==================== block 1
Block 1, placed cells, one colour a class:
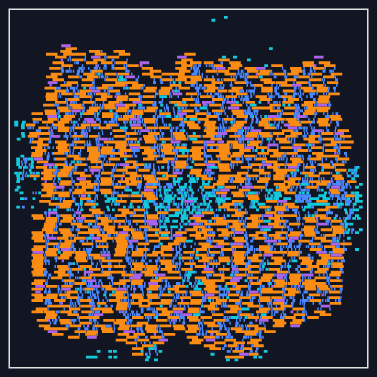

**src/rtl/dcache_pkg.sv**
```systemverilog
// Shared constants for the dcache storage arrays: lane width and clear-FSM encoding.
package dcache_pkg;
  localparam int LANEBITS = 8;

  localparam logic [0:0] ST_CLEAR = 1'b0;
  localparam logic [0:0] ST_IDLE  = 1'b1;
endpackage

```
**src/rtl/spram_be_core.sv**
```systemverilog
// Single-port storage array: byte-enabled synchronous write, registered read-first output.
// Latency 1 cycle; no backpressure, every access presented is performed.
module spram_be_core
  import dcache_pkg::*;
#(
  parameter int DATABITS = 32,
  parameter int ADDRBITS = 5,
  parameter int MEMSIZE  = 2**ADDRBITS,
  parameter int BYTES    = DATABITS/LANEBITS
) (
  input  logic                clk,
  input  logic                reset,
  input  logic [ADDRBITS-1:0] addr,
  input  logic [DATABITS-1:0] wdata,
  input  logic [BYTES-1:0]    be,
  input  logic                we,
  input  logic                re,
  output logic [DATABITS-1:0] rdata
);

  logic [DATABITS-1:0] memblock [MEMSIZE];
  logic [DATABITS-1:0] rdata_q;

  // The array is deliberately unreset; the clear engine above gives it a known state.
  always_ff @(posedge clk) begin
    if (we) begin
      for (int i = 0; i < BYTES; i++) begin
        if (be[i]) memblock[addr][i*LANEBITS +: LANEBITS] <= wdata[i*LANEBITS +: LANEBITS];
      end
    end
  end

  always_ff @(posedge clk or posedge reset) begin
    if (reset) begin
      rdata_q <= '0;
    end else if (re) begin
      rdata_q <= memblock[addr];
    end
  end

  assign rdata = rdata_q;

endmodule

```
**src/rtl/spram_be_clr.sv**
```systemverilog
// Single-port byte-enabled RAM with a clear engine that zeroes every word after reset or on request.
// Read latency 1 cycle; ready is low for MEMSIZE cycles while clearing and accesses are dropped.
module spram_be_clr
  import dcache_pkg::*;
#(
  parameter int DATABITS = 32,
  parameter int ADDRBITS = 5,
  parameter int MEMSIZE  = 2**ADDRBITS,
  parameter int BYTES    = DATABITS/LANEBITS
) (
  input  logic                clk,
  input  logic                reset,
  input  logic [ADDRBITS-1:0] addr,
  input  logic [DATABITS-1:0] data_in,
  input  logic [BYTES-1:0]    be,
  input  logic                we,
  input  logic                re,
  input  logic                clear,
  output logic [DATABITS-1:0] data_out,
  output logic                rvalid,
  output logic                ready
);

  localparam logic [ADDRBITS-1:0] LAST_ADDR = ADDRBITS'(MEMSIZE-1);

  logic [0:0]          state_q, state_d;
  logic [ADDRBITS-1:0] clr_addr_q, clr_addr_d;
  logic                ready_q, ready_d;
  logic                rvalid_q, rvalid_d;

  logic [ADDRBITS-1:0] m_addr;
  logic [DATABITS-1:0] m_wdata;
  logic [BYTES-1:0]    m_be;
  logic                m_we;
  logic                m_re;

  always_comb begin
    state_d    = state_q;
    clr_addr_d = clr_addr_q;
    ready_d    = ready_q;
    rvalid_d   = 1'b0;
    m_addr     = addr;
    m_wdata    = data_in;
    m_be       = be;
    m_we       = 1'b0;
    m_re       = 1'b0;
    if (state_q == ST_CLEAR) begin
      m_addr     = clr_addr_q;
      m_wdata    = '0;
      m_be       = '1;
      m_we       = 1'b1;
      clr_addr_d = clr_addr_q + 1'b1;
      if (clr_addr_q == LAST_ADDR) begin
        state_d    = ST_IDLE;
        ready_d    = 1'b1;
        clr_addr_d = '0;
      end
    end else begin
      m_we     = we;
      m_re     = re;
      rvalid_d = re;
      // The access sampled alongside clear still completes before the sweep starts.
      if (clear) begin
        state_d    = ST_CLEAR;
        clr_addr_d = '0;
        ready_d    = 1'b0;
      end
    end
  end

  always_ff @(posedge clk or posedge reset) begin
    if (reset) begin
      state_q    <= ST_CLEAR;
      clr_addr_q <= '0;
      ready_q    <= 1'b0;
      rvalid_q   <= 1'b0;
    end else begin
      state_q    <= state_d;
      clr_addr_q <= clr_addr_d;
      ready_q    <= ready_d;
      rvalid_q   <= rvalid_d;
    end
  end

  spram_be_core #(
    .DATABITS (DATABITS),
    .ADDRBITS (ADDRBITS),
    .MEMSIZE  (MEMSIZE),
    .BYTES    (BYTES)
  ) u_core (
    .clk   (clk),
    .reset (reset),
    .addr  (m_addr),
    .wdata (m_wdata),
    .be    (m_be),
    .we    (m_we),
    .re    (m_re),
    .rdata (data_out)
  );

  assign ready  = ready_q;
  assign rvalid = rvalid_q;

endmodule

```
**config.mk**
```make
export PLATFORM = sky130hd
export DESIGN_NAME = spram_be_clr
export DESIGN_NICKNAME = d
export VERILOG_FILES = /design/src/rtl/dcache_pkg.sv /design/src/rtl/spram_be_core.sv /design/src/rtl/spram_be_clr.sv
export SDC_FILE = /design/constraint.sdc
export NUM_CORES = 1
export LEC_CHECK = 0
export ABC_AREA = 1
export CAP_MARGIN = 5
export CORE_MARGIN = 4
export CORE_UTILIZATION = 40
export DETAILED_ROUTE_END_ITERATION = 8
export GPL_ROUTABILITY_DRIVEN = 0
export MAX_ROUTING_LAYER = met4
export REMOVE_ABC_BUFFERS = 1
export SLEW_MARGIN = 15
export SYNTH_ARGS = -nofsm -noshare
export SYNTH_HDL_FRONTEND = slang
export SYNTH_HIERARCHICAL = 1
export SYNTH_SLANG_ARGS = --single-unit
```
**constraint.sdc**
```tcl
create_clock -name clk -period 3.2 [get_ports clk]
set_input_delay 0.96 -clock clk [delete_from_list [all_inputs] [get_ports clk]]
set_output_delay 0.96 -clock clk [all_outputs]
set_load 0.01 [all_outputs]
```
==================== block 2
## src/rtl/rom_rr_arbiter_if.sv

```systemverilog
// -----------------------------------------------------------------------------
// rom_rr_arbiter_if
//
// Bundles the requester-side handshake and the ROM-side read port of the
// round-robin ROM arbiter.
//
// Signals (direction as seen by the arbiter, i.e. the 'slave' modport):
//   req_valid    in   [NUM_REQ]             requester i has a read pending
//   req_addr     in   [NUM_REQ*ADDR_WIDTH]  requester i address slice
//   req_ready    out  [NUM_REQ]             requester i accepted this cycle
//   resp_valid   out  [NUM_REQ]             response slot i holds data
//   resp_data    out  [NUM_REQ*DATA_WIDTH]  response slot i word slice
//   resp_ready   in   [NUM_REQ]             requester i consumes its response
//   rom_rd_en    out                        ROM read enable
//   rom_addr     out  [ADDR_WIDTH]          ROM address
//   rom_data_out in   [DATA_WIDTH]          ROM registered read data
//
// 'master' is the mirror view used by whatever surrounds the arbiter
// (clients plus the ROM instance, or a testbench).
// -----------------------------------------------------------------------------
interface rom_rr_arbiter_if #(
    parameter int unsigned NUM_REQ    = 4,
    parameter int unsigned ADDR_WIDTH = 4,
    parameter int unsigned DATA_WIDTH = 9
);

    // Requester side
    logic [NUM_REQ-1:0]            req_valid;
    logic [NUM_REQ*ADDR_WIDTH-1:0] req_addr;
    logic [NUM_REQ-1:0]            req_ready;
    logic [NUM_REQ-1:0]            resp_valid;
    logic [NUM_REQ*DATA_WIDTH-1:0] resp_data;
    logic [NUM_REQ-1:0]            resp_ready;

    // ROM side
    logic                          rom_rd_en;
    logic [ADDR_WIDTH-1:0]         rom_addr;
    logic [DATA_WIDTH-1:0]         rom_data_out;

    modport slave (
        input  req_valid,
        input  req_addr,
        input  resp_ready,
        input  rom_data_out,
        output req_ready,
        output resp_valid,
        output resp_data,
        output rom_rd_en,
        output rom_addr
    );

    modport master (
        output req_valid,
        output req_addr,
        output resp_ready,
        output rom_data_out,
        input  req_ready,
        input  resp_valid,
        input  resp_data,
        input  rom_rd_en,
        input  rom_addr
    );

endinterface

```

## src/rtl/rom_rr_arbiter.sv

```systemverilog
// -----------------------------------------------------------------------------
// rom_rr_arbiter
//
// Shares one single-port synchronous ROM (1-cycle registered read latency)
// among NUM_REQ requesters. At most one read is issued per cycle, chosen
// round-robin starting at a rotating pointer. The owner of the read in flight
// is tracked for one cycle, and the returning word lands in a per-requester
// response slot that is held until the requester consumes it.
//
// Ports:
//   clk   in   single clock, rising edge
//   rst   in   synchronous, active-high reset
//   bus   slave modport of rom_rr_arbiter_if (requester + ROM signals)
//
// Timing: accept in T, ROM data in T+1, resp_valid from T+2.
// There is no combinational path from rom_data_out to any output.
// -----------------------------------------------------------------------------
module rom_rr_arbiter #(
    parameter int unsigned NUM_REQ    = 4,
    parameter int unsigned ADDR_WIDTH = 4,
    parameter int unsigned DATA_WIDTH = 9
) (
    input  logic            clk,
    input  logic            rst,
    rom_rr_arbiter_if.slave bus
);

    localparam int unsigned PTR_W = $clog2(NUM_REQ);

    typedef logic [PTR_W-1:0] idx_t;

    localparam idx_t LAST_IDX = idx_t'(NUM_REQ - 1);

    // -------------------------------------------------------------------------
    // State
    // -------------------------------------------------------------------------
    idx_t                          ptr_q,        ptr_d;
    logic                          inf_valid_q,  inf_valid_d;
    idx_t                          inf_id_q,     inf_id_d;
    logic [NUM_REQ-1:0]            resp_valid_q, resp_valid_d;
    logic [NUM_REQ*DATA_WIDTH-1:0] resp_data_q,  resp_data_d;

    // -------------------------------------------------------------------------
    // Combinational arbitration signals
    // -------------------------------------------------------------------------
    logic [NUM_REQ-1:0]            busy;
    logic [NUM_REQ-1:0]            elig;
    logic                          gnt_found;
    idx_t                          gnt_idx;
    logic [NUM_REQ-1:0]            gnt_onehot;
    logic [ADDR_WIDTH-1:0]         rom_addr_mux;

    // A requester is busy while its read is in flight or while its response
    // slot is occupied and not being drained this cycle. Draining in the same
    // cycle frees the slot early, which is what gives the 1-read-per-2-cycles
    // per-requester rate.
    always_comb begin
        busy = '0;
        elig = '0;
        for (int unsigned i = 0; i < NUM_REQ; i++) begin
            busy[i] = (inf_valid_q && (inf_id_q == idx_t'(i))) ||
                      (resp_valid_q[i] && !bus.resp_ready[i]);
            elig[i] = bus.req_valid[i] && !busy[i] && !rst;
        end
    end

    // Round-robin search: first eligible index at or after ptr_q, wrapping.
    // The wrap is a conditional subtract rather than a modulo so that
    // non-power-of-two NUM_REQ stays cheap.
    always_comb begin
        int unsigned cand;
        gnt_found = 1'b0;
        gnt_idx   = '0;
        cand      = 0;
        for (int unsigned k = 0; k < NUM_REQ; k++) begin
            cand = 32'(ptr_q) + k;
            if (cand >= NUM_REQ) begin
                cand = cand - NUM_REQ;
            end
            if (!gnt_found && elig[cand[PTR_W-1:0]]) begin
                gnt_found = 1'b1;
                gnt_idx   = cand[PTR_W-1:0];
            end
        end
    end

    // One-hot grant and ROM address mux (AND-OR so no grant gives zero).
    always_comb begin
        gnt_onehot   = '0;
        rom_addr_mux = '0;
        for (int unsigned i = 0; i < NUM_REQ; i++) begin
            gnt_onehot[i] = gnt_found && (gnt_idx == idx_t'(i));
            if (gnt_onehot[i]) begin
                rom_addr_mux = rom_addr_mux |
                               bus.req_addr[i*ADDR_WIDTH +: ADDR_WIDTH];
            end
        end
    end

    // -------------------------------------------------------------------------
    // Next-state logic
    // -------------------------------------------------------------------------
    always_comb begin
        ptr_d       = ptr_q;
        inf_valid_d = gnt_found;
        inf_id_d    = inf_id_q;
        if (gnt_found) begin
            inf_id_d = gnt_idx;
            ptr_d    = (gnt_idx == LAST_IDX) ? '0 : gnt_idx + idx_t'(1);
        end
    end

    // Release and capture never target the same slot in the same cycle:
    // capture needs a grant one cycle earlier, which the busy term blocks
    // while the slot is held. Released data words are left untouched.
    always_comb begin
        resp_valid_d = resp_valid_q & ~bus.resp_ready;
        resp_data_d  = resp_data_q;
        if (inf_valid_q) begin
            for (int unsigned i = 0; i < NUM_REQ; i++) begin
                if (inf_id_q == idx_t'(i)) begin
                    resp_valid_d[i]                            = 1'b1;
                    resp_data_d[i*DATA_WIDTH +: DATA_WIDTH]    = bus.rom_data_out;
                end
            end
        end
    end

    // -------------------------------------------------------------------------
    // Registers
    // -------------------------------------------------------------------------
    // Reset also drops a read that is in flight, so no slot is filled for it.
    always_ff @(posedge clk) begin
        if (rst) begin
            ptr_q        <= '0;
            inf_valid_q  <= 1'b0;
            inf_id_q     <= '0;
            resp_valid_q <= '0;
            resp_data_q  <= '0;
        end else begin
            ptr_q        <= ptr_d;
            inf_valid_q  <= inf_valid_d;
            inf_id_q     <= inf_id_d;
            resp_valid_q <= resp_valid_d;
            resp_data_q  <= resp_data_d;
        end
    end

    // -------------------------------------------------------------------------
    // Outputs
    // -------------------------------------------------------------------------
    assign bus.req_ready  = gnt_onehot;
    assign bus.rom_rd_en  = gnt_found;
    assign bus.rom_addr   = rom_addr_mux;
    assign bus.resp_valid = resp_valid_q;
    assign bus.resp_data  = resp_data_q;

endmodule

```

## src/flat_wrapper.sv

```systemverilog
// flat-port wrapper written by rule: the top's interface ports become plain ports
module rom_rr_arbiter_flat 
#(
    parameter int unsigned NUM_REQ    = 4,
    parameter int unsigned ADDR_WIDTH = 4,
    parameter int unsigned DATA_WIDTH = 9
)
  (clk, rst, bus_req_valid, bus_req_addr, bus_resp_ready, bus_rom_data_out, bus_req_ready, bus_resp_valid, bus_resp_data, bus_rom_rd_en, bus_rom_addr);
  rom_rr_arbiter_if #(.NUM_REQ(NUM_REQ), .ADDR_WIDTH(ADDR_WIDTH), .DATA_WIDTH(DATA_WIDTH)) bus_i ();
  input  logic clk;
  input  logic rst;
  input wire logic [$bits(bus_i.req_valid)-1:0] bus_req_valid;
  input wire logic [$bits(bus_i.req_addr)-1:0] bus_req_addr;
  input wire logic [$bits(bus_i.resp_ready)-1:0] bus_resp_ready;
  input wire logic [$bits(bus_i.rom_data_out)-1:0] bus_rom_data_out;
  output wire logic [$bits(bus_i.req_ready)-1:0] bus_req_ready;
  output wire logic [$bits(bus_i.resp_valid)-1:0] bus_resp_valid;
  output wire logic [$bits(bus_i.resp_data)-1:0] bus_resp_data;
  output wire logic [$bits(bus_i.rom_rd_en)-1:0] bus_rom_rd_en;
  output wire logic [$bits(bus_i.rom_addr)-1:0] bus_rom_addr;
  assign bus_i.req_valid = bus_req_valid;
  assign bus_i.req_addr = bus_req_addr;
  assign bus_i.resp_ready = bus_resp_ready;
  assign bus_i.rom_data_out = bus_rom_data_out;
  assign bus_req_ready = bus_i.req_ready;
  assign bus_resp_valid = bus_i.resp_valid;
  assign bus_resp_data = bus_i.resp_data;
  assign bus_rom_rd_en = bus_i.rom_rd_en;
  assign bus_rom_addr = bus_i.rom_addr;
  rom_rr_arbiter #(.NUM_REQ(NUM_REQ), .ADDR_WIDTH(ADDR_WIDTH), .DATA_WIDTH(DATA_WIDTH)) u_core (.clk(clk), .rst(rst), .bus(bus_i));
endmodule
```

## config.mk

```make
export PLATFORM = sky130hd
export DESIGN_NAME = rom_rr_arbiter_flat
export DESIGN_NICKNAME = d
export VERILOG_FILES = /design/src/rtl/rom_rr_arbiter_if.sv /design/src/rtl/rom_rr_arbiter.sv /design/src/flat_wrapper.sv
export SDC_FILE = /design/constraint.sdc
export NUM_CORES = 1
export LEC_CHECK = 0
export CAP_MARGIN = 20
export CORE_ASPECT_RATIO = 1.1
export CORE_MARGIN = 2
export CORE_UTILIZATION = 43
export CTS_BUF_LIST = sky130_fd_sc_hd__clkbuf_4
export CTS_CLUSTER_SIZE = 30
export DETAILED_ROUTE_END_ITERATION = 16
export PLACE_DENSITY_LB_ADDON = 0.05
export SLEW_MARGIN = 10
export SYNTH_ARGS = -nofsm -noshare
export SYNTH_HDL_FRONTEND = slang
export SYNTH_SLANG_ARGS = --single-unit
```

## constraint.sdc

```tcl
create_clock -name clk -period 2.5 [get_ports clk]
set_input_delay 0.5 -clock clk [delete_from_list [all_inputs] [get_ports clk]]
set_output_delay 0.5 -clock clk [all_outputs]
set_load 0.05 [all_outputs]
```

==================== block 3
**src/rtl/matrix_result_streamer.sv**
```systemverilog
// matrix_result_streamer: captures a packed ROWS x COLS matrix on a load pulse
// and streams it out one signed element per valid/ready handshake, tagged with
// its row/column and a last flag, then pulses done.
// Optional build macro: MAT_STREAM_COLMAJOR_EN selects column-major emission
// order (default build is row-major). Packing of mat_in is the same either way.
module matrix_result_streamer #(
  parameter  int ROWS    = 2,
  parameter  int COLS    = 2,
  parameter  int ELEM_W  = 8,
  localparam int N       = ROWS * COLS,
  localparam int MAT_LEN = N * ELEM_W,
  localparam int RW      = (ROWS > 1) ? $clog2(ROWS) : 1,
  localparam int CW      = (COLS > 1) ? $clog2(COLS) : 1
) (
  input  logic               clk,
  input  logic               rst,
  input  logic [MAT_LEN-1:0] mat_in,
  input  logic               load,
  output logic               busy,
  output logic               out_valid,
  input  logic               out_ready,
  output logic [ELEM_W-1:0]  out_data,
  output logic [RW-1:0]      out_row,
  output logic [CW-1:0]      out_col,
  output logic               out_last,
  output logic               done
);

  typedef enum logic {IDLE, STREAM} state_t;

  state_t             state;
  logic [MAT_LEN-1:0] cap;
  logic [RW-1:0]      nxt_row;
  logic [CW-1:0]      nxt_col;

  // Element (r,c) lives at idx = r*COLS+c, with element (0,0) in the MSBs.
  function automatic logic [ELEM_W-1:0] pick(input logic [MAT_LEN-1:0] m,
                                             input logic [RW-1:0]      r,
                                             input logic [CW-1:0]      c);
    int idx;
    idx = int'(r) * COLS + int'(c);
    return m[ELEM_W*(N-1-idx) +: ELEM_W];
  endfunction

  function automatic logic is_last(input logic [RW-1:0] r, input logic [CW-1:0] c);
    return (r == RW'(ROWS - 1)) && (c == CW'(COLS - 1));
  endfunction

  // Position of the element that follows the one currently presented.
  always_comb begin
    // NOTE: defaults first so every path assigns both outputs and no latch is inferred.
    nxt_row = out_row;
    nxt_col = out_col;
`ifdef MAT_STREAM_COLMAJOR_EN
    if (out_row == RW'(ROWS - 1)) begin
      nxt_row = '0;
      nxt_col = out_col + 1'b1;
    end else begin
      nxt_row = out_row + 1'b1;
    end
`else
    if (out_col == CW'(COLS - 1)) begin
      nxt_col = '0;
      nxt_row = out_row + 1'b1;
    end else begin
      nxt_col = out_col + 1'b1;
    end
`endif
  end

  // Control FSM with registered stream outputs and capture register.
  always_ff @(posedge clk) begin
    // NOTE: non-blocking assignments so every register samples pre-edge values.
    if (!rst) begin
      state     <= IDLE;
      // NOTE: the capture register is cleared too, so no stale matrix survives reset.
      cap       <= '0;
      busy      <= 1'b0;
      out_valid <= 1'b0;
      out_data  <= '0;
      out_row   <= '0;
      out_col   <= '0;
      out_last  <= 1'b0;
      done      <= 1'b0;
    end else begin
      done <= 1'b0;
      case (state)
        IDLE: begin
          if (load) begin
            cap       <= mat_in;
            out_data  <= mat_in[MAT_LEN-1 -: ELEM_W];
            out_row   <= '0;
            out_col   <= '0;
            out_last  <= (N == 1);
            out_valid <= 1'b1;
            busy      <= 1'b1;
            state     <= STREAM;
          end
        end
        STREAM: begin
          if (out_valid && out_ready) begin
            if (out_last) begin
              out_valid <= 1'b0;
              out_last  <= 1'b0;
              busy      <= 1'b0;
              done      <= 1'b1;
              state     <= IDLE;
            end else begin
              out_row  <= nxt_row;
              out_col  <= nxt_col;
              out_data <= pick(cap, nxt_row, nxt_col);
              out_last <= is_last(nxt_row, nxt_col);
            end
          end
        end
        default: state <= IDLE;
      endcase
    end
  end

endmodule

```
**config.mk**
```make
export PLATFORM = sky130hd
export DESIGN_NAME = matrix_result_streamer
export DESIGN_NICKNAME = d
export VERILOG_FILES = /design/src/rtl/matrix_result_streamer.sv
export SDC_FILE = /design/constraint.sdc
export NUM_CORES = 1
export LEC_CHECK = 0
export ABC_AREA = 1
export CORE_ASPECT_RATIO = 2
export CORE_MARGIN = 2
export CORE_UTILIZATION = 52
export CTS_CLUSTER_DIAMETER = 120
export DETAILED_ROUTE_END_ITERATION = 10
export GPL_ROUTABILITY_DRIVEN = 0
export GPL_TIMING_DRIVEN = 0
export PLACE_DENSITY = 0.82
export SYNTH_ARGS = -nofsm -noshare
export SYNTH_HDL_FRONTEND = slang
export SYNTH_SLANG_ARGS = --single-unit
```
**constraint.sdc**
```tcl
create_clock -name clk -period 2.64 [get_ports clk]
set_input_delay 0.528 -clock clk [delete_from_list [all_inputs] [get_ports clk]]
set_output_delay 0.528 -clock clk [all_outputs]
set_load 0.02 [all_outputs]
```
Block 3, clock wires, drivers and flops:
The bar under the picture is 10 µm long.
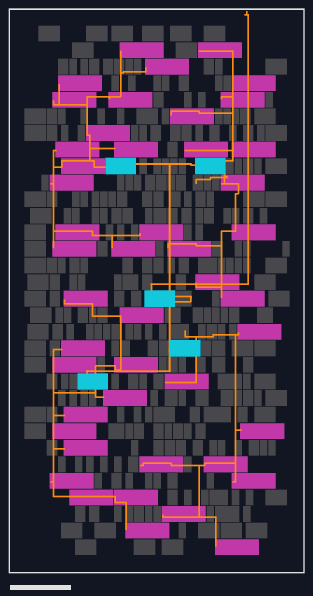
magenta -> flip-flops  # count 46
cyan -> cells driving clock nets  # count 5
orange -> clock wires  # length 506 µm
routed clock nets = 6
flops lie = widely spread
Clock Power: 0.422 mW
Clock Latency Late Sink: 0.30 ns
clock power share: 0.251
worst clock skew: 0.00236 ns

Block 3, placed cells, one colour a class:
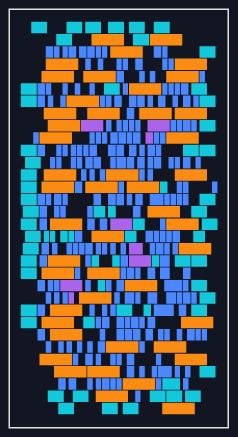
cyan -> other buffers and delay cells  # cells 65, share of their area 22%
blue -> all other logic  # cells 231, share of their area 39%
purple -> clock drivers and dummy loads  # cells 8, share of their area 3.3%
orange -> flip-flops  # cells 46, share of their area 36%
fin util: 0.698
row count: 32

==> impl_metrics.toml, block 3 <==
# yosys + openroad results
[outcome]
status = "completed"

[power]
maxPowerGroup = "sequential cells"
intPower_mw = 1.15
power_density_nw_per_um2 = 634

[timing]
slew_headroom = 0.729
finalCritPeriodShare = 0.768

[worst_setup_path]
cpPeakStageDelay_ns = 0.36
endpoint_kind = "flop"
cp_common_cell = "nand3_1"
arrival_ns = 2.23
rr_startpoint = "out_col"

[drt]
via_count = 2021

[clock_network]
post_cts_resized = 0
numCtsBuffers = 5
cts_setup_buffers = 0

[logic_synthesis]
syn_inst = 294
ys_seq_share = 0.455

[placed_design]
port_buffers = 48
dpl_cell_area_um2 = 2570
-- block 3: cell families after synthesis --
family | after synthesis | share of synthesized area
AND/OR/NAND/NOR | 158 | 0.322
AND-OR/OR-AND | 48 | 0.122
flip-flops | 46 | 0.455
buffers and inverters | 41 | 0.0951
adder cells (fa/ha/maj) | 1 | 0.00618
-- block 3: routing by layer --
layer | up-vias | global-route usage | share of wire
met5 | - | 0 | 0
met4 | 0 | 0.128 | 0.037
met3 | 14 | 0.0453 | 0.043
met2 | 66 | 0.430 | 0.55
met1 | 894 | 0.252 | 0.37
li1 | 1047 | - | -
Block 1, metal 4:
Cells faint in the background.
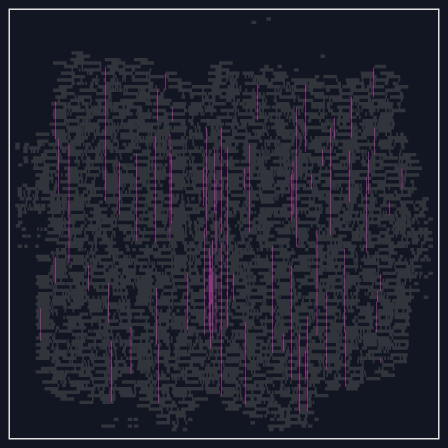
share of all routed wire = 2.8%
nets with wire on the layer = 39
longest straight run = 144 µm
main direction = vertical
Via Count: 30,400
drt total wl: 120,000 µm

Block 1, wire density map:
The die is cut into 34 by 34 equal tiles; dark blue is low, red is high, scaled to the fullest tile. Values are wire area over tile area, all layers added.
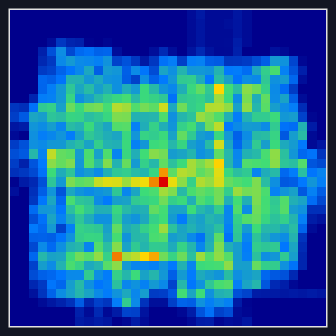
nearly empty tiles = 21%
fullest tile = 0.62
mean over tiles = 0.17
tiles over half the peak = 14%
densest ninth of the die = centre
wire length per cell: 19.2 µm
total track usage: 0.209

About 'placed cells, one colour a class' of block 1:
purple -> clock drivers and dummy loads  # cells 201, share of their area 6.6%
cyan -> other buffers and delay cells  # cells 429, share of their area 7.9%
blue -> all other logic  # cells 3,069, share of their area 23%
orange -> flip-flops  # cells 1,064, share of their area 62%
Seq/total area: 0.599
row count: 122
Core Box Area: 111,000 µm²

==> impl_metrics.toml, block 1 <==
# yosys + openroad results
[placed_design]
port_buffers = 79
place_inst = 6050

[logic_synthesis]
top_cells_by_count = "2,596 x nand2_1, 1,024 x edfxtp_1, 198 x nor2_1"
synth_area_um2 = 44900
synth_flops = 1064

[clock_network]
numCtsBuffers = 106

[min_path]
hp-class = "reg2reg"

[timing]
clock_skew_ns = 0.0147

[grt]
grt_use_met3 = 0.0387
grtUsageMet1 = 0.292

[cells_and_area]
fin_area_um2 = 53000
fill_cells = 10100

[worst_setup_path]
critPathBufInv = 4
rr_worst_depth = 8
r2r-end = "u_core/memblock[1][30]"

[outcome]
status = "completed"

[job]
cap_violations = 0
block 1: final cells by class:
cell class,count,share of cell area
multi-input cells,2960,0.217
flip-flops and latches,1064,0.599
clock buffers,147,0.0549
repair buffers,429,0.0766
well taps,1488,0.0351
inverters,109,0.00815
diodes,3,0.000142
clock inverters,54,0.00848
block 1: report_power, final:
group	internal (mW)	switching [mW]	leakage [nW]
Sequential	17.9	0.568	9.96
Combinational	6.91	14.2	11.1
Clock	6.84	5.22	1.64
Total	31.6	20.0	22.7
Block 2, clock routing:
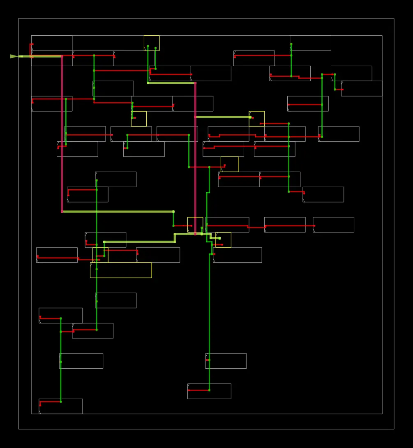
clock buffer count: 6
worst clock skew: 0.0169 ns

Block 2, clock wires, drivers and flops:
The bar under the picture is 20 µm long.
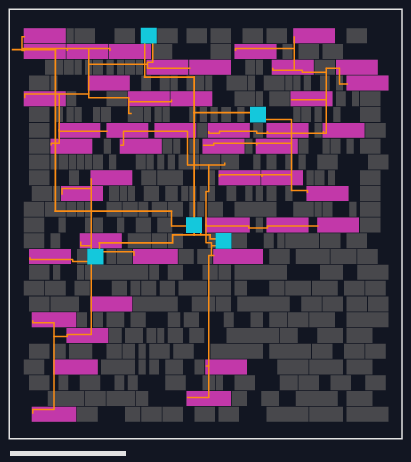
orange -> clock wires  # length 541 µm
magenta -> flip-flops  # count 45
cyan -> cells driving clock nets  # count 5
flops lie = widely spread
clock power share: 0.229
Clock Power: 0.469 mW
Clock Latency Late Sink: 0.37 ns

==> impl_metrics.toml, block 2 <==
# yosys + openroad results
[outcome]
status = "finished with violations"
violations = "setup timing"

[clock_network]
hold_buffers = 0
clk_pin_slew_worst_paths_ns = 0.13

[logic_synthesis]
synthAdderAreaFrac = 0.0263
top_area_cell = "dfxtp_1"
top_cells_by_count = "74 x nand2_1, 46 x a21oi_1, 45 x dfxtp_1"

[timing]
drv_slew = 0
setup_violations = 8
finalHoldViolCount = 0
layout_setup_ws_ns = -0.501

[cells_and_area]
final-nonclk-buf-share = 0.333
fin_cells = 397
most-common-layout-cells = "74 x nand2_1, 74 x clkdlybuf4s50_1, 42 x a21oi_1, 38 x dfxtp_1, 27 x buf_4"
final_nets = 381
fin_area_um2 = 3310

[worst_setup_path]
rr_startpoint = "u_core.inf_id_q[0]"
required_ns = 2.00
rrSetupSlack_ns = 0.50

[power]
peakVddDrop_v = 0.000547

[floorplan]
nWellTaps = 54
initCoreUtil = 0.444
==> block 2: power breakdown <==
| group | internal (mW) | total, mW | switching [mW] |
|---|---|---|---|
| clock | 0.224 | 0.469 | 0.245 |
| combinational | 0.346 | 0.777 | 0.432 |
| sequential | 0.769 | 0.801 | 0.0323 |
==> block 2: layer usage <==
layer / up-vias / part of all wire / GRT usage / wire length, µm
li1: 1011 / - / - / -
met1: 892 / 0.45 / 0.296 / 2470
met2: 72 / 0.46 / 0.375 / 2520
met3: 5 / 0.071 / 0.0536 / 384
met4: 0 / 0.010 / 0.0612 / 55
met5: - / 0 / 0 / 0

==================== block 4
==> src/rtl/ffe_lane_serializer_if.sv <==
// Word-in / symbol-out bus between the FFE output, the lane serializer and the DAC side.
// The FFE side has no ready: io_in_valid is a pure strobe.
interface ffe_lane_serializer_if #(
  parameter int WIDTH   = 8,
  parameter int LEVEL_W = 3
);
  logic               io_in_valid;
  logic [WIDTH-1:0]   io_in_bits_0;
  logic [WIDTH-1:0]   io_in_bits_1;
  logic [WIDTH-1:0]   io_in_bits_2;
  logic [WIDTH-1:0]   io_in_bits_3;
  logic               io_out_valid;
  logic               io_out_ready;
  logic [WIDTH-1:0]   io_out_bits;
  logic               io_out_last;
  logic [LEVEL_W-1:0] io_level;
  logic               io_overflow;
  logic               io_clear_overflow;

  modport master (
    output io_in_valid, io_in_bits_0, io_in_bits_1, io_in_bits_2, io_in_bits_3,
    output io_out_ready, io_clear_overflow,
    input  io_out_valid, io_out_bits, io_out_last, io_level, io_overflow
  );

  modport slave (
    input  io_in_valid, io_in_bits_0, io_in_bits_1, io_in_bits_2, io_in_bits_3,
    input  io_out_ready, io_clear_overflow,
    output io_out_valid, io_out_bits, io_out_last, io_level, io_overflow
  );
endinterface

==> src/rtl/ffe_lane_serializer.sv <==
// Buffers 4-lane FFE words in a small FIFO and streams them one symbol per cycle, lane 0 first.
// Words arriving with no room are dropped and flagged on a sticky overflow bit.
module ffe_lane_serializer #(
  parameter int WIDTH = 8,
  parameter int LANES = 4,   // fixed at 4 by the io_in_bits_0..3 port set
  parameter int DEPTH = 4
) (
  input  logic                  clock,
  input  logic                  reset,
  ffe_lane_serializer_if.slave  bus
);
  localparam int PTR_W   = $clog2(DEPTH);
  localparam int LEVEL_W = PTR_W + 1;
  localparam int IDX_W   = $clog2(LANES);
  localparam logic [IDX_W-1:0]   LAST_IDX = IDX_W'(LANES - 1);
  localparam logic [LEVEL_W-1:0] FULL_LVL = LEVEL_W'(DEPTH);

  typedef logic [LANES-1:0][WIDTH-1:0] word_t;

  word_t               mem_q [DEPTH];
  logic [PTR_W-1:0]    wr_ptr_q, wr_ptr_d;
  logic [PTR_W-1:0]    rd_ptr_q, rd_ptr_d;
  logic [LEVEL_W-1:0]  level_q, level_d;
  word_t               ser_word_q, ser_word_d;
  logic [IDX_W-1:0]    idx_q, idx_d;
  logic                loaded_q, loaded_d;
  logic                overflow_q, overflow_d;
  logic                out_valid_q, out_valid_d;
  logic [WIDTH-1:0]    out_bits_q, out_bits_d;
  logic                out_last_q, out_last_d;

  word_t in_word;
  logic  fire, end_word, vacate, fifo_empty, fifo_full;
  logic  pop, bypass, push, drop;

  // NOTE: every always_comb output gets a default first so no path leaves it unassigned (no latch).
  always_comb begin
    in_word    = {bus.io_in_bits_3, bus.io_in_bits_2, bus.io_in_bits_1, bus.io_in_bits_0};
    fire       = loaded_q && bus.io_out_ready;
    end_word   = fire && (idx_q == LAST_IDX);
    vacate     = !loaded_q || end_word;
    fifo_empty = (level_q == '0);
    fifo_full  = (level_q == FULL_LVL);

    // Serializer refill has priority over the FIFO: the head word goes first, the input only
    // bypasses when nothing is buffered ahead of it.
    pop    = vacate && !fifo_empty;
    bypass = vacate && fifo_empty && bus.io_in_valid;
    push   = bus.io_in_valid && !bypass && (!fifo_full || pop);
    drop   = bus.io_in_valid && !bypass && fifo_full && !pop;

    ser_word_d = ser_word_q;
    idx_d      = idx_q;
    loaded_d   = loaded_q;
    if (pop) begin
      ser_word_d = mem_q[rd_ptr_q];
      idx_d      = '0;
      loaded_d   = 1'b1;
    end else if (bypass) begin
      ser_word_d = in_word;
      idx_d      = '0;
      loaded_d   = 1'b1;
    end else if (end_word) begin
      idx_d    = '0;
      loaded_d = 1'b0;
    end else if (fire) begin
      idx_d = idx_q + 1'b1;
    end

    wr_ptr_d = push ? wr_ptr_q + 1'b1 : wr_ptr_q;
    rd_ptr_d = pop  ? rd_ptr_q + 1'b1 : rd_ptr_q;
    level_d  = level_q + LEVEL_W'(push) - LEVEL_W'(pop);

    // A drop in the same cycle as a clear keeps the flag set.
    overflow_d = drop ? 1'b1 : (bus.io_clear_overflow ? 1'b0 : overflow_q);

    // Outputs are registered copies of the next serializer view.
    out_valid_d = loaded_d;
    out_bits_d  = ser_word_d[idx_d];
    out_last_d  = loaded_d && (idx_d == LAST_IDX);
  end

  // NOTE: state flops use non-blocking assignments so all registers update together at the edge.
  always_ff @(posedge clock) begin
    if (!reset) begin
      wr_ptr_q    <= '0;
      rd_ptr_q    <= '0;
      level_q     <= '0;
      ser_word_q  <= '0;
      idx_q       <= '0;
      loaded_q    <= 1'b0;
      overflow_q  <= 1'b0;
      out_valid_q <= 1'b0;
      out_bits_q  <= '0;
      out_last_q  <= 1'b0;
    end else begin
      wr_ptr_q    <= wr_ptr_d;
      rd_ptr_q    <= rd_ptr_d;
      level_q     <= level_d;
      ser_word_q  <= ser_word_d;
      idx_q       <= idx_d;
      loaded_q    <= loaded_d;
      overflow_q  <= overflow_d;
      out_valid_q <= out_valid_d;
      out_bits_q  <= out_bits_d;
      out_last_q  <= out_last_d;
    end
  end

  // NOTE: FIFO storage is not reset; the pointers and level define which entries are valid.
  always_ff @(posedge clock) begin
    if (push) mem_q[wr_ptr_q] <= in_word;
  end

  assign bus.io_out_valid = out_valid_q;
  assign bus.io_out_bits  = out_bits_q;
  assign bus.io_out_last  = out_last_q;
  assign bus.io_level     = level_q;
  assign bus.io_overflow  = overflow_q;
endmodule

==> src/flat_wrapper.sv <==
// flat-port wrapper written by rule: the top's interface ports become plain ports
module ffe_lane_serializer_flat 
#(
  parameter int WIDTH = 8,
  parameter int LANES = 4,                                                
  parameter int DEPTH = 4
)
  (clock, reset, bus_io_in_valid, bus_io_in_bits_0, bus_io_in_bits_1, bus_io_in_bits_2, bus_io_in_bits_3, bus_io_out_ready, bus_io_clear_overflow, bus_io_out_valid, bus_io_out_bits, bus_io_out_last, bus_io_level, bus_io_overflow);
  ffe_lane_serializer_if #(.WIDTH(WIDTH), .LEVEL_W(3)) bus_i ();
  input  logic clock;
  input  logic reset;
  input wire logic [$bits(bus_i.io_in_valid)-1:0] bus_io_in_valid;
  input wire logic [$bits(bus_i.io_in_bits_0)-1:0] bus_io_in_bits_0;
  input wire logic [$bits(bus_i.io_in_bits_1)-1:0] bus_io_in_bits_1;
  input wire logic [$bits(bus_i.io_in_bits_2)-1:0] bus_io_in_bits_2;
  input wire logic [$bits(bus_i.io_in_bits_3)-1:0] bus_io_in_bits_3;
  input wire logic [$bits(bus_i.io_out_ready)-1:0] bus_io_out_ready;
  input wire logic [$bits(bus_i.io_clear_overflow)-1:0] bus_io_clear_overflow;
  output wire logic [$bits(bus_i.io_out_valid)-1:0] bus_io_out_valid;
  output wire logic [$bits(bus_i.io_out_bits)-1:0] bus_io_out_bits;
  output wire logic [$bits(bus_i.io_out_last)-1:0] bus_io_out_last;
  output wire logic [$bits(bus_i.io_level)-1:0] bus_io_level;
  output wire logic [$bits(bus_i.io_overflow)-1:0] bus_io_overflow;
  assign bus_i.io_in_valid = bus_io_in_valid;
  assign bus_i.io_in_bits_0 = bus_io_in_bits_0;
  assign bus_i.io_in_bits_1 = bus_io_in_bits_1;
  assign bus_i.io_in_bits_2 = bus_io_in_bits_2;
  assign bus_i.io_in_bits_3 = bus_io_in_bits_3;
  assign bus_i.io_out_ready = bus_io_out_ready;
  assign bus_i.io_clear_overflow = bus_io_clear_overflow;
  assign bus_io_out_valid = bus_i.io_out_valid;
  assign bus_io_out_bits = bus_i.io_out_bits;
  assign bus_io_out_last = bus_i.io_out_last;
  assign bus_io_level = bus_i.io_level;
  assign bus_io_overflow = bus_i.io_overflow;
  ffe_lane_serializer #(.WIDTH(WIDTH), .LANES(LANES), .DEPTH(DEPTH)) u_core (.clock(clock), .reset(reset), .bus(bus_i));
endmodule
==> config.mk <==
export PLATFORM = sky130hd
export DESIGN_NAME = ffe_lane_serializer_flat
export DESIGN_NICKNAME = d
export VERILOG_FILES = /design/src/rtl/ffe_lane_serializer_if.sv /design/src/rtl/ffe_lane_serializer.sv /design/src/flat_wrapper.sv
export SDC_FILE = /design/constraint.sdc
export NUM_CORES = 1
export LEC_CHECK = 0
export CORE_UTILIZATION = 30
export DETAILED_ROUTE_END_ITERATION = 8
export DONT_BUFFER_PORTS = 1
export GPL_TIMING_DRIVEN = 0
export SYNTH_ARGS = -nofsm -noshare
export SYNTH_HDL_FRONTEND = slang
export SYNTH_SLANG_ARGS = --single-unit
==> constraint.sdc <==
create_clock -name clock -period 4.7 [get_ports clock]
set_clock_uncertainty 0.1 [all_clocks]
set_input_delay 0.94 -clock clock [delete_from_list [all_inputs] [get_ports clock]]
set_output_delay 0.94 -clock clock [all_outputs]
set_load 0.02 [all_outputs]
==================== block 5
[src/rtl/pet_bus_arbiter.sv]
// pet_bus_arbiter: time-slot arbiter sharing one synchronous RAM between
// the 6502 core (fixed PRE/CPU window at the end of each period) and video.
//
// Ports:
//   clk, reset (async, active-low)
//   cpu_addr/cpu_data_out/cpu_we/cpu_pause in; cpu_rdy/cpu_data_in out
//   vid_req/vid_addr in; vid_grant/vid_rvalid/vid_rdata out
//   ram_addr/ram_we/ram_wdata out; ram_rdata in (1-cycle registered read)
module pet_bus_arbiter #(
    parameter int CPU_DIV = 50,
    parameter int CNT_W   = 6
) (
    input  logic        clk,
    input  logic        reset,
    input  logic [15:0] cpu_addr,
    input  logic [7:0]  cpu_data_out,
    input  logic        cpu_we,
    input  logic        cpu_pause,
    output logic        cpu_rdy,
    output logic [7:0]  cpu_data_in,
    input  logic        vid_req,
    input  logic [15:0] vid_addr,
    output logic        vid_grant,
    output logic        vid_rvalid,
    output logic [7:0]  vid_rdata,
    output logic [15:0] ram_addr,
    output logic        ram_we,
    output logic [7:0]  ram_wdata,
    input  logic [7:0]  ram_rdata
);

    localparam logic [CNT_W-1:0] SLOT_PRE = CNT_W'(CPU_DIV - 2);
    localparam logic [CNT_W-1:0] SLOT_CPU = CNT_W'(CPU_DIV - 1);

    typedef enum logic [1:0] {
        PH_VID,
        PH_PRE,
        PH_CPU
    } phase_e;

    phase_e           phase;
    logic [CNT_W-1:0] slot_q, slot_d;
    logic             pause_l_q, pause_l_d;
    logic             vid_rvalid_q, vid_rvalid_d;
    logic [7:0]       vid_hold_q, vid_hold_d;
    logic [7:0]       cpu_hold_q, cpu_hold_d;

    always_ff @(posedge clk or negedge reset) begin
        if (!reset) begin
            slot_q       <= '0;
            pause_l_q    <= 1'b0;
            vid_rvalid_q <= 1'b0;
            vid_hold_q   <= 8'h00;
            cpu_hold_q   <= 8'h00;
        end else begin
            slot_q       <= slot_d;
            pause_l_q    <= pause_l_d;
            vid_rvalid_q <= vid_rvalid_d;
            vid_hold_q   <= vid_hold_d;
            cpu_hold_q   <= cpu_hold_d;
        end
    end

    always_comb begin
        phase = PH_VID;
        unique case (1'b1)
            (slot_q == SLOT_CPU): phase = PH_CPU;
            (slot_q == SLOT_PRE): phase = PH_PRE;
            default:              phase = PH_VID;
        endcase
    end

    // Bus outputs are gated by reset so the RAM port and grant go quiet
    // the instant reset asserts, even though vid_req/cpu_* are still live.
    always_comb begin
        cpu_rdy   = 1'b0;
        ram_we    = 1'b0;
        ram_wdata = 8'h00;
        ram_addr  = 16'h0000;
        vid_grant = 1'b0;
        if (reset) begin
            unique case (phase)
                PH_PRE: begin
                    ram_addr = cpu_addr;
                end
                PH_CPU: begin
                    ram_addr  = cpu_addr;
                    cpu_rdy   = ~pause_l_q;
                    ram_we    = cpu_we & ~pause_l_q;
                    ram_wdata = cpu_data_out;
                end
                default: begin
                    if (vid_req) begin
                        vid_grant = 1'b1;
                        ram_addr  = vid_addr;
                    end
                end
            endcase
        end
    end

    // The CPU cycle sees the PRE read directly; the hold keeps it afterwards.
    always_comb begin
        cpu_data_in = (phase == PH_CPU) ? ram_rdata : cpu_hold_q;
        vid_rdata   = vid_rvalid_q ? ram_rdata : vid_hold_q;
        vid_rvalid  = vid_rvalid_q;
    end

    always_comb begin
        slot_d       = slot_q + 1'b1;
        pause_l_d    = pause_l_q;
        cpu_hold_d   = cpu_hold_q;
        vid_hold_d   = vid_hold_q;
        vid_rvalid_d = vid_grant;
        if (phase == PH_CPU) begin
            slot_d     = '0;
            cpu_hold_d = ram_rdata;
        end
        if (phase == PH_PRE) begin
            pause_l_d = cpu_pause;
        end
        if (vid_rvalid_q) begin
            vid_hold_d = ram_rdata;
        end
    end

endmodule

[config.mk]
export PLATFORM = sky130hd
export DESIGN_NAME = pet_bus_arbiter
export DESIGN_NICKNAME = d
export VERILOG_FILES = /design/src/rtl/pet_bus_arbiter.sv
export SDC_FILE = /design/constraint.sdc
export NUM_CORES = 1
export LEC_CHECK = 0
export ABC_AREA = 1
export CAP_MARGIN = 20
export CORE_MARGIN = 4
export CORE_UTILIZATION = 29
export DETAILED_ROUTE_END_ITERATION = 8
export PLACE_DENSITY = 0.65
export SETUP_SLACK_MARGIN = 0.4
export SLEW_MARGIN = 25
export SYNTH_ARGS = -nofsm -noshare
export SYNTH_HDL_FRONTEND = slang
export SYNTH_SLANG_ARGS = --single-unit
[constraint.sdc]
create_clock -name clk -period 2.8 [get_ports clk]
set_clock_uncertainty 0.1 [all_clocks]
set_input_delay 0.42 -clock clk [delete_from_list [all_inputs] [get_ports clk]]
set_output_delay 0.42 -clock clk [all_outputs]
set_load 0.1 [all_outputs]
Block 4, metal 4:
Cells faint in the background.
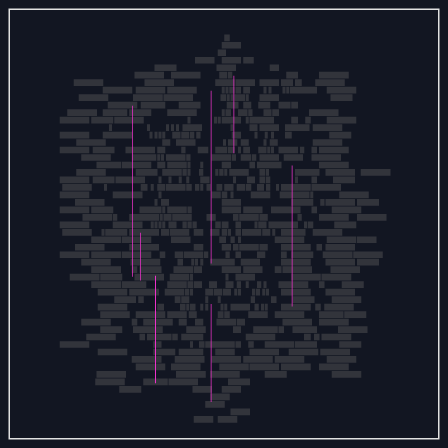
main direction = vertical
longest straight run = 62.6 µm
drt total wl: 15,100 µm
Via Count: 3,865

Block 4, clock routing:
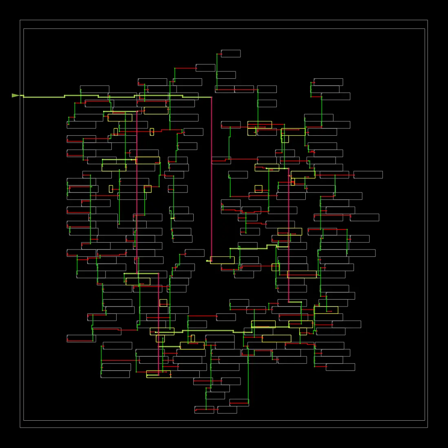
clock buffer count: 19
Seq Cell Count: 182

==> impl_metrics.toml, block 4 <==
# yosys + openroad results
[drt]
first_pass_iters = 5
dr_wl_met2_um = 7490
wl_met1_um = 6310

[power]
seqPwrFrac = 0.447
intPower_mw = 3.44
power_mw = 4.93

[clock_network]
clock_path_buffers = 2
post_cts_resized = 0

[logic_synthesis]
ys_cells = 448
mux_share = 0.118
flop_cell = "edfxtp_1"
syn_area_per_cell_um2 = 15.8

[worst_setup_path]
path_cells = "buf_6 -> nor3_1 -> clkbuf_1 -> or3_1 -> nand2_1 -> ha_1 -> fa_1 -> xnor2_1 -> xnor2_1 -> nor2_1"
cp_common_cell = "xnor2_1"

[floorplan]
core_um2 = 22900

[grt]
grt_use_met3 = 0.0467

[placed_design]
port_buffers = 0
place_inst = 762
dpl_cell_area_um2 = 7500

[outcome]
status = "completed"
## block 4: area by class of cell
class	instances	area, µm²	area share
Inverter	4	15.0	0.00186
Buffer	29	136	0.0169
Clock inverter	13	134	0.0166
Timing Repair Buffer	1	27.5	0.00341
Multi-Input combinational cell	233	2010	0.249
Tap cell	313	392	0.0485
Sequential cell	182	4920	0.610
Clock buffer	19	433	0.0536
## block 4: worst min-delay path, cell delays in order, from the launching register on
cell and delay [ns]:
dfxtp_1 0.31, o21ai_0 0.07, a311oi_1 0.08
Block 5, placed cells, one colour a class:
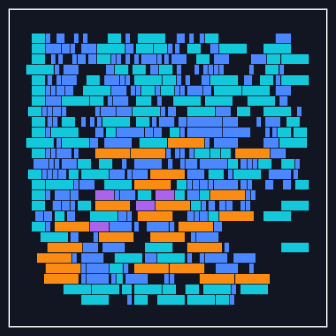
orange -> flip-flops  # cells 24, share of their area 16%
blue -> all other logic  # cells 216, share of their area 40%
cyan -> other buffers and delay cells  # cells 113, share of their area 42%
purple -> clock drivers and dummy loads  # cells 4, share of their area 1.5%
Seq/total area: 0.160
row count: 26
fin util: 0.725
Design Area, Final: 3770 µm²

Block 5, clock routing:
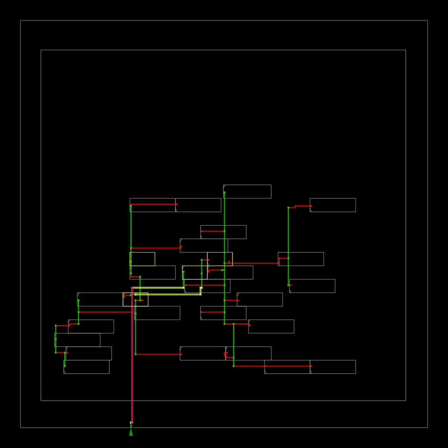
Clock Latency Late Sink: 0.26 ns
clock buffer count: 4
Clock Power: 0.231 mW
CTS Sinks: 24
Seq Cell Count: 24

==> impl_metrics.toml, block 5 <==
# yosys + openroad results
[outcome]
status = "completed"

[grt]
grt-busiest-layer = "met2"
gr-usage-met2 = 0.296

[cells_and_area]
fin_cells = 427
layout.area.comb_um2 = 1250

[logic_synthesis]
ys_seq_share = 0.377

[job]
warning_count = 31

[power]
seqPwrFrac = 0.282
swShare = 0.423

[worst_setup_path]
rr_worst_depth = 8
path_cells = "ha_4 -> buf_4 -> nor2_4 -> nand3_4 -> buf_12 -> nand2_8 -> nand2_2 -> nand2_2 -> nor2_4 -> buf_12"

[timing]
tightest_slew_ns = 0.667

[drt]
viasPerCell = 4.27

[placed_design]
pre_cts_ws_ns = 0.389
gp_congestion = 0.705

[clock_network]
cts_tree = "done"
## block 5: routing by layer
metal / up-vias / share of wire
li1: 927 / -
met3: 6 / 0.089
met4: 0 / 0.011
met1: 822 / 0.39
met5: - / 0
met2: 69 / 0.51
## block 5: repair_timing
action                     in CTS  in global routing
gates cloned                    5                  0
pin swaps                      20                  7
resized                        51                 29
setup endpoints to repair      33                 35
buffers inserted               10                  3
## block 5: sequential cells by signal, indices dropped and copies added, names as in the netlist
register / flops
vid_hold_q: 8
vid_rvalid: 1
cpu_hold_q: 8
pause_l_q: 1
slot_q: 6

==> notes/layouts.md <==
Pictures saved along the way, in no particular order.

Wire density map.
picture 1
The die is cut into 31 by 31 equal tiles; dark blue is low, red is high, scaled to the fullest tile. Values are wire area over tile area, all layers added.
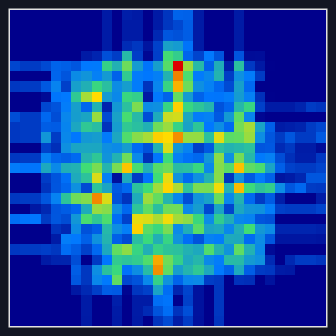
picture 2
The die is cut into 16 by 16 equal tiles; dark blue is low, red is high, scaled to the fullest tile. Values are wire area over tile area, all layers added.
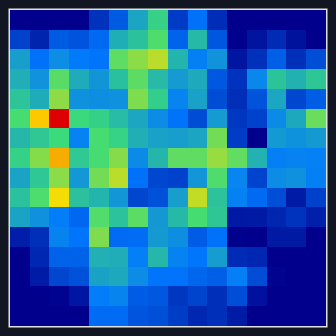
block 4: picture 1
block 5: picture 2

Key to picture 2:
nearly empty tiles = 14%
tiles over half the peak = 13%
mean over tiles = 0.14



==> layout pictures side by side <==
Clock wires, drivers and flops.
Plate I
The bar under the picture is 50 µm long.
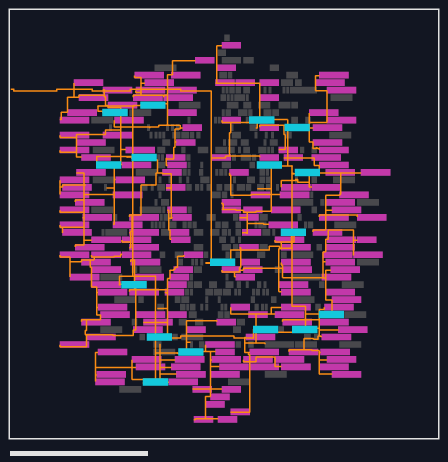
Plate II
The bar under the picture is 20 µm long.
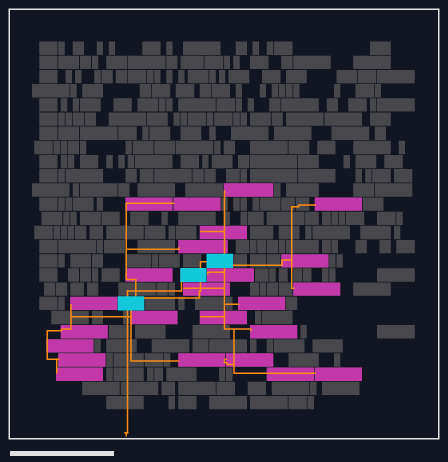
Plate III
The bar under the picture is 100 µm long.
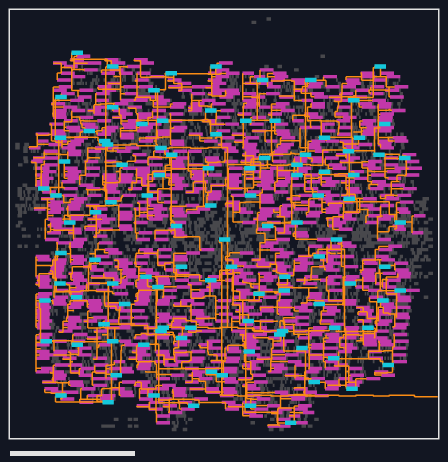
Of these, fewest sequential cells: Plate II
| picture | from |
|---|---|
| Plate I | block 4 |
| Plate III | block 1 |
| Plate II | block 5 |

Key to Plate II:
cyan -> cells driving clock nets  # count 3
magenta -> flip-flops  # count 24
orange -> clock wires  # length 279 µm
routed clock nets = 4

Power and IR drop assume default switching activity.
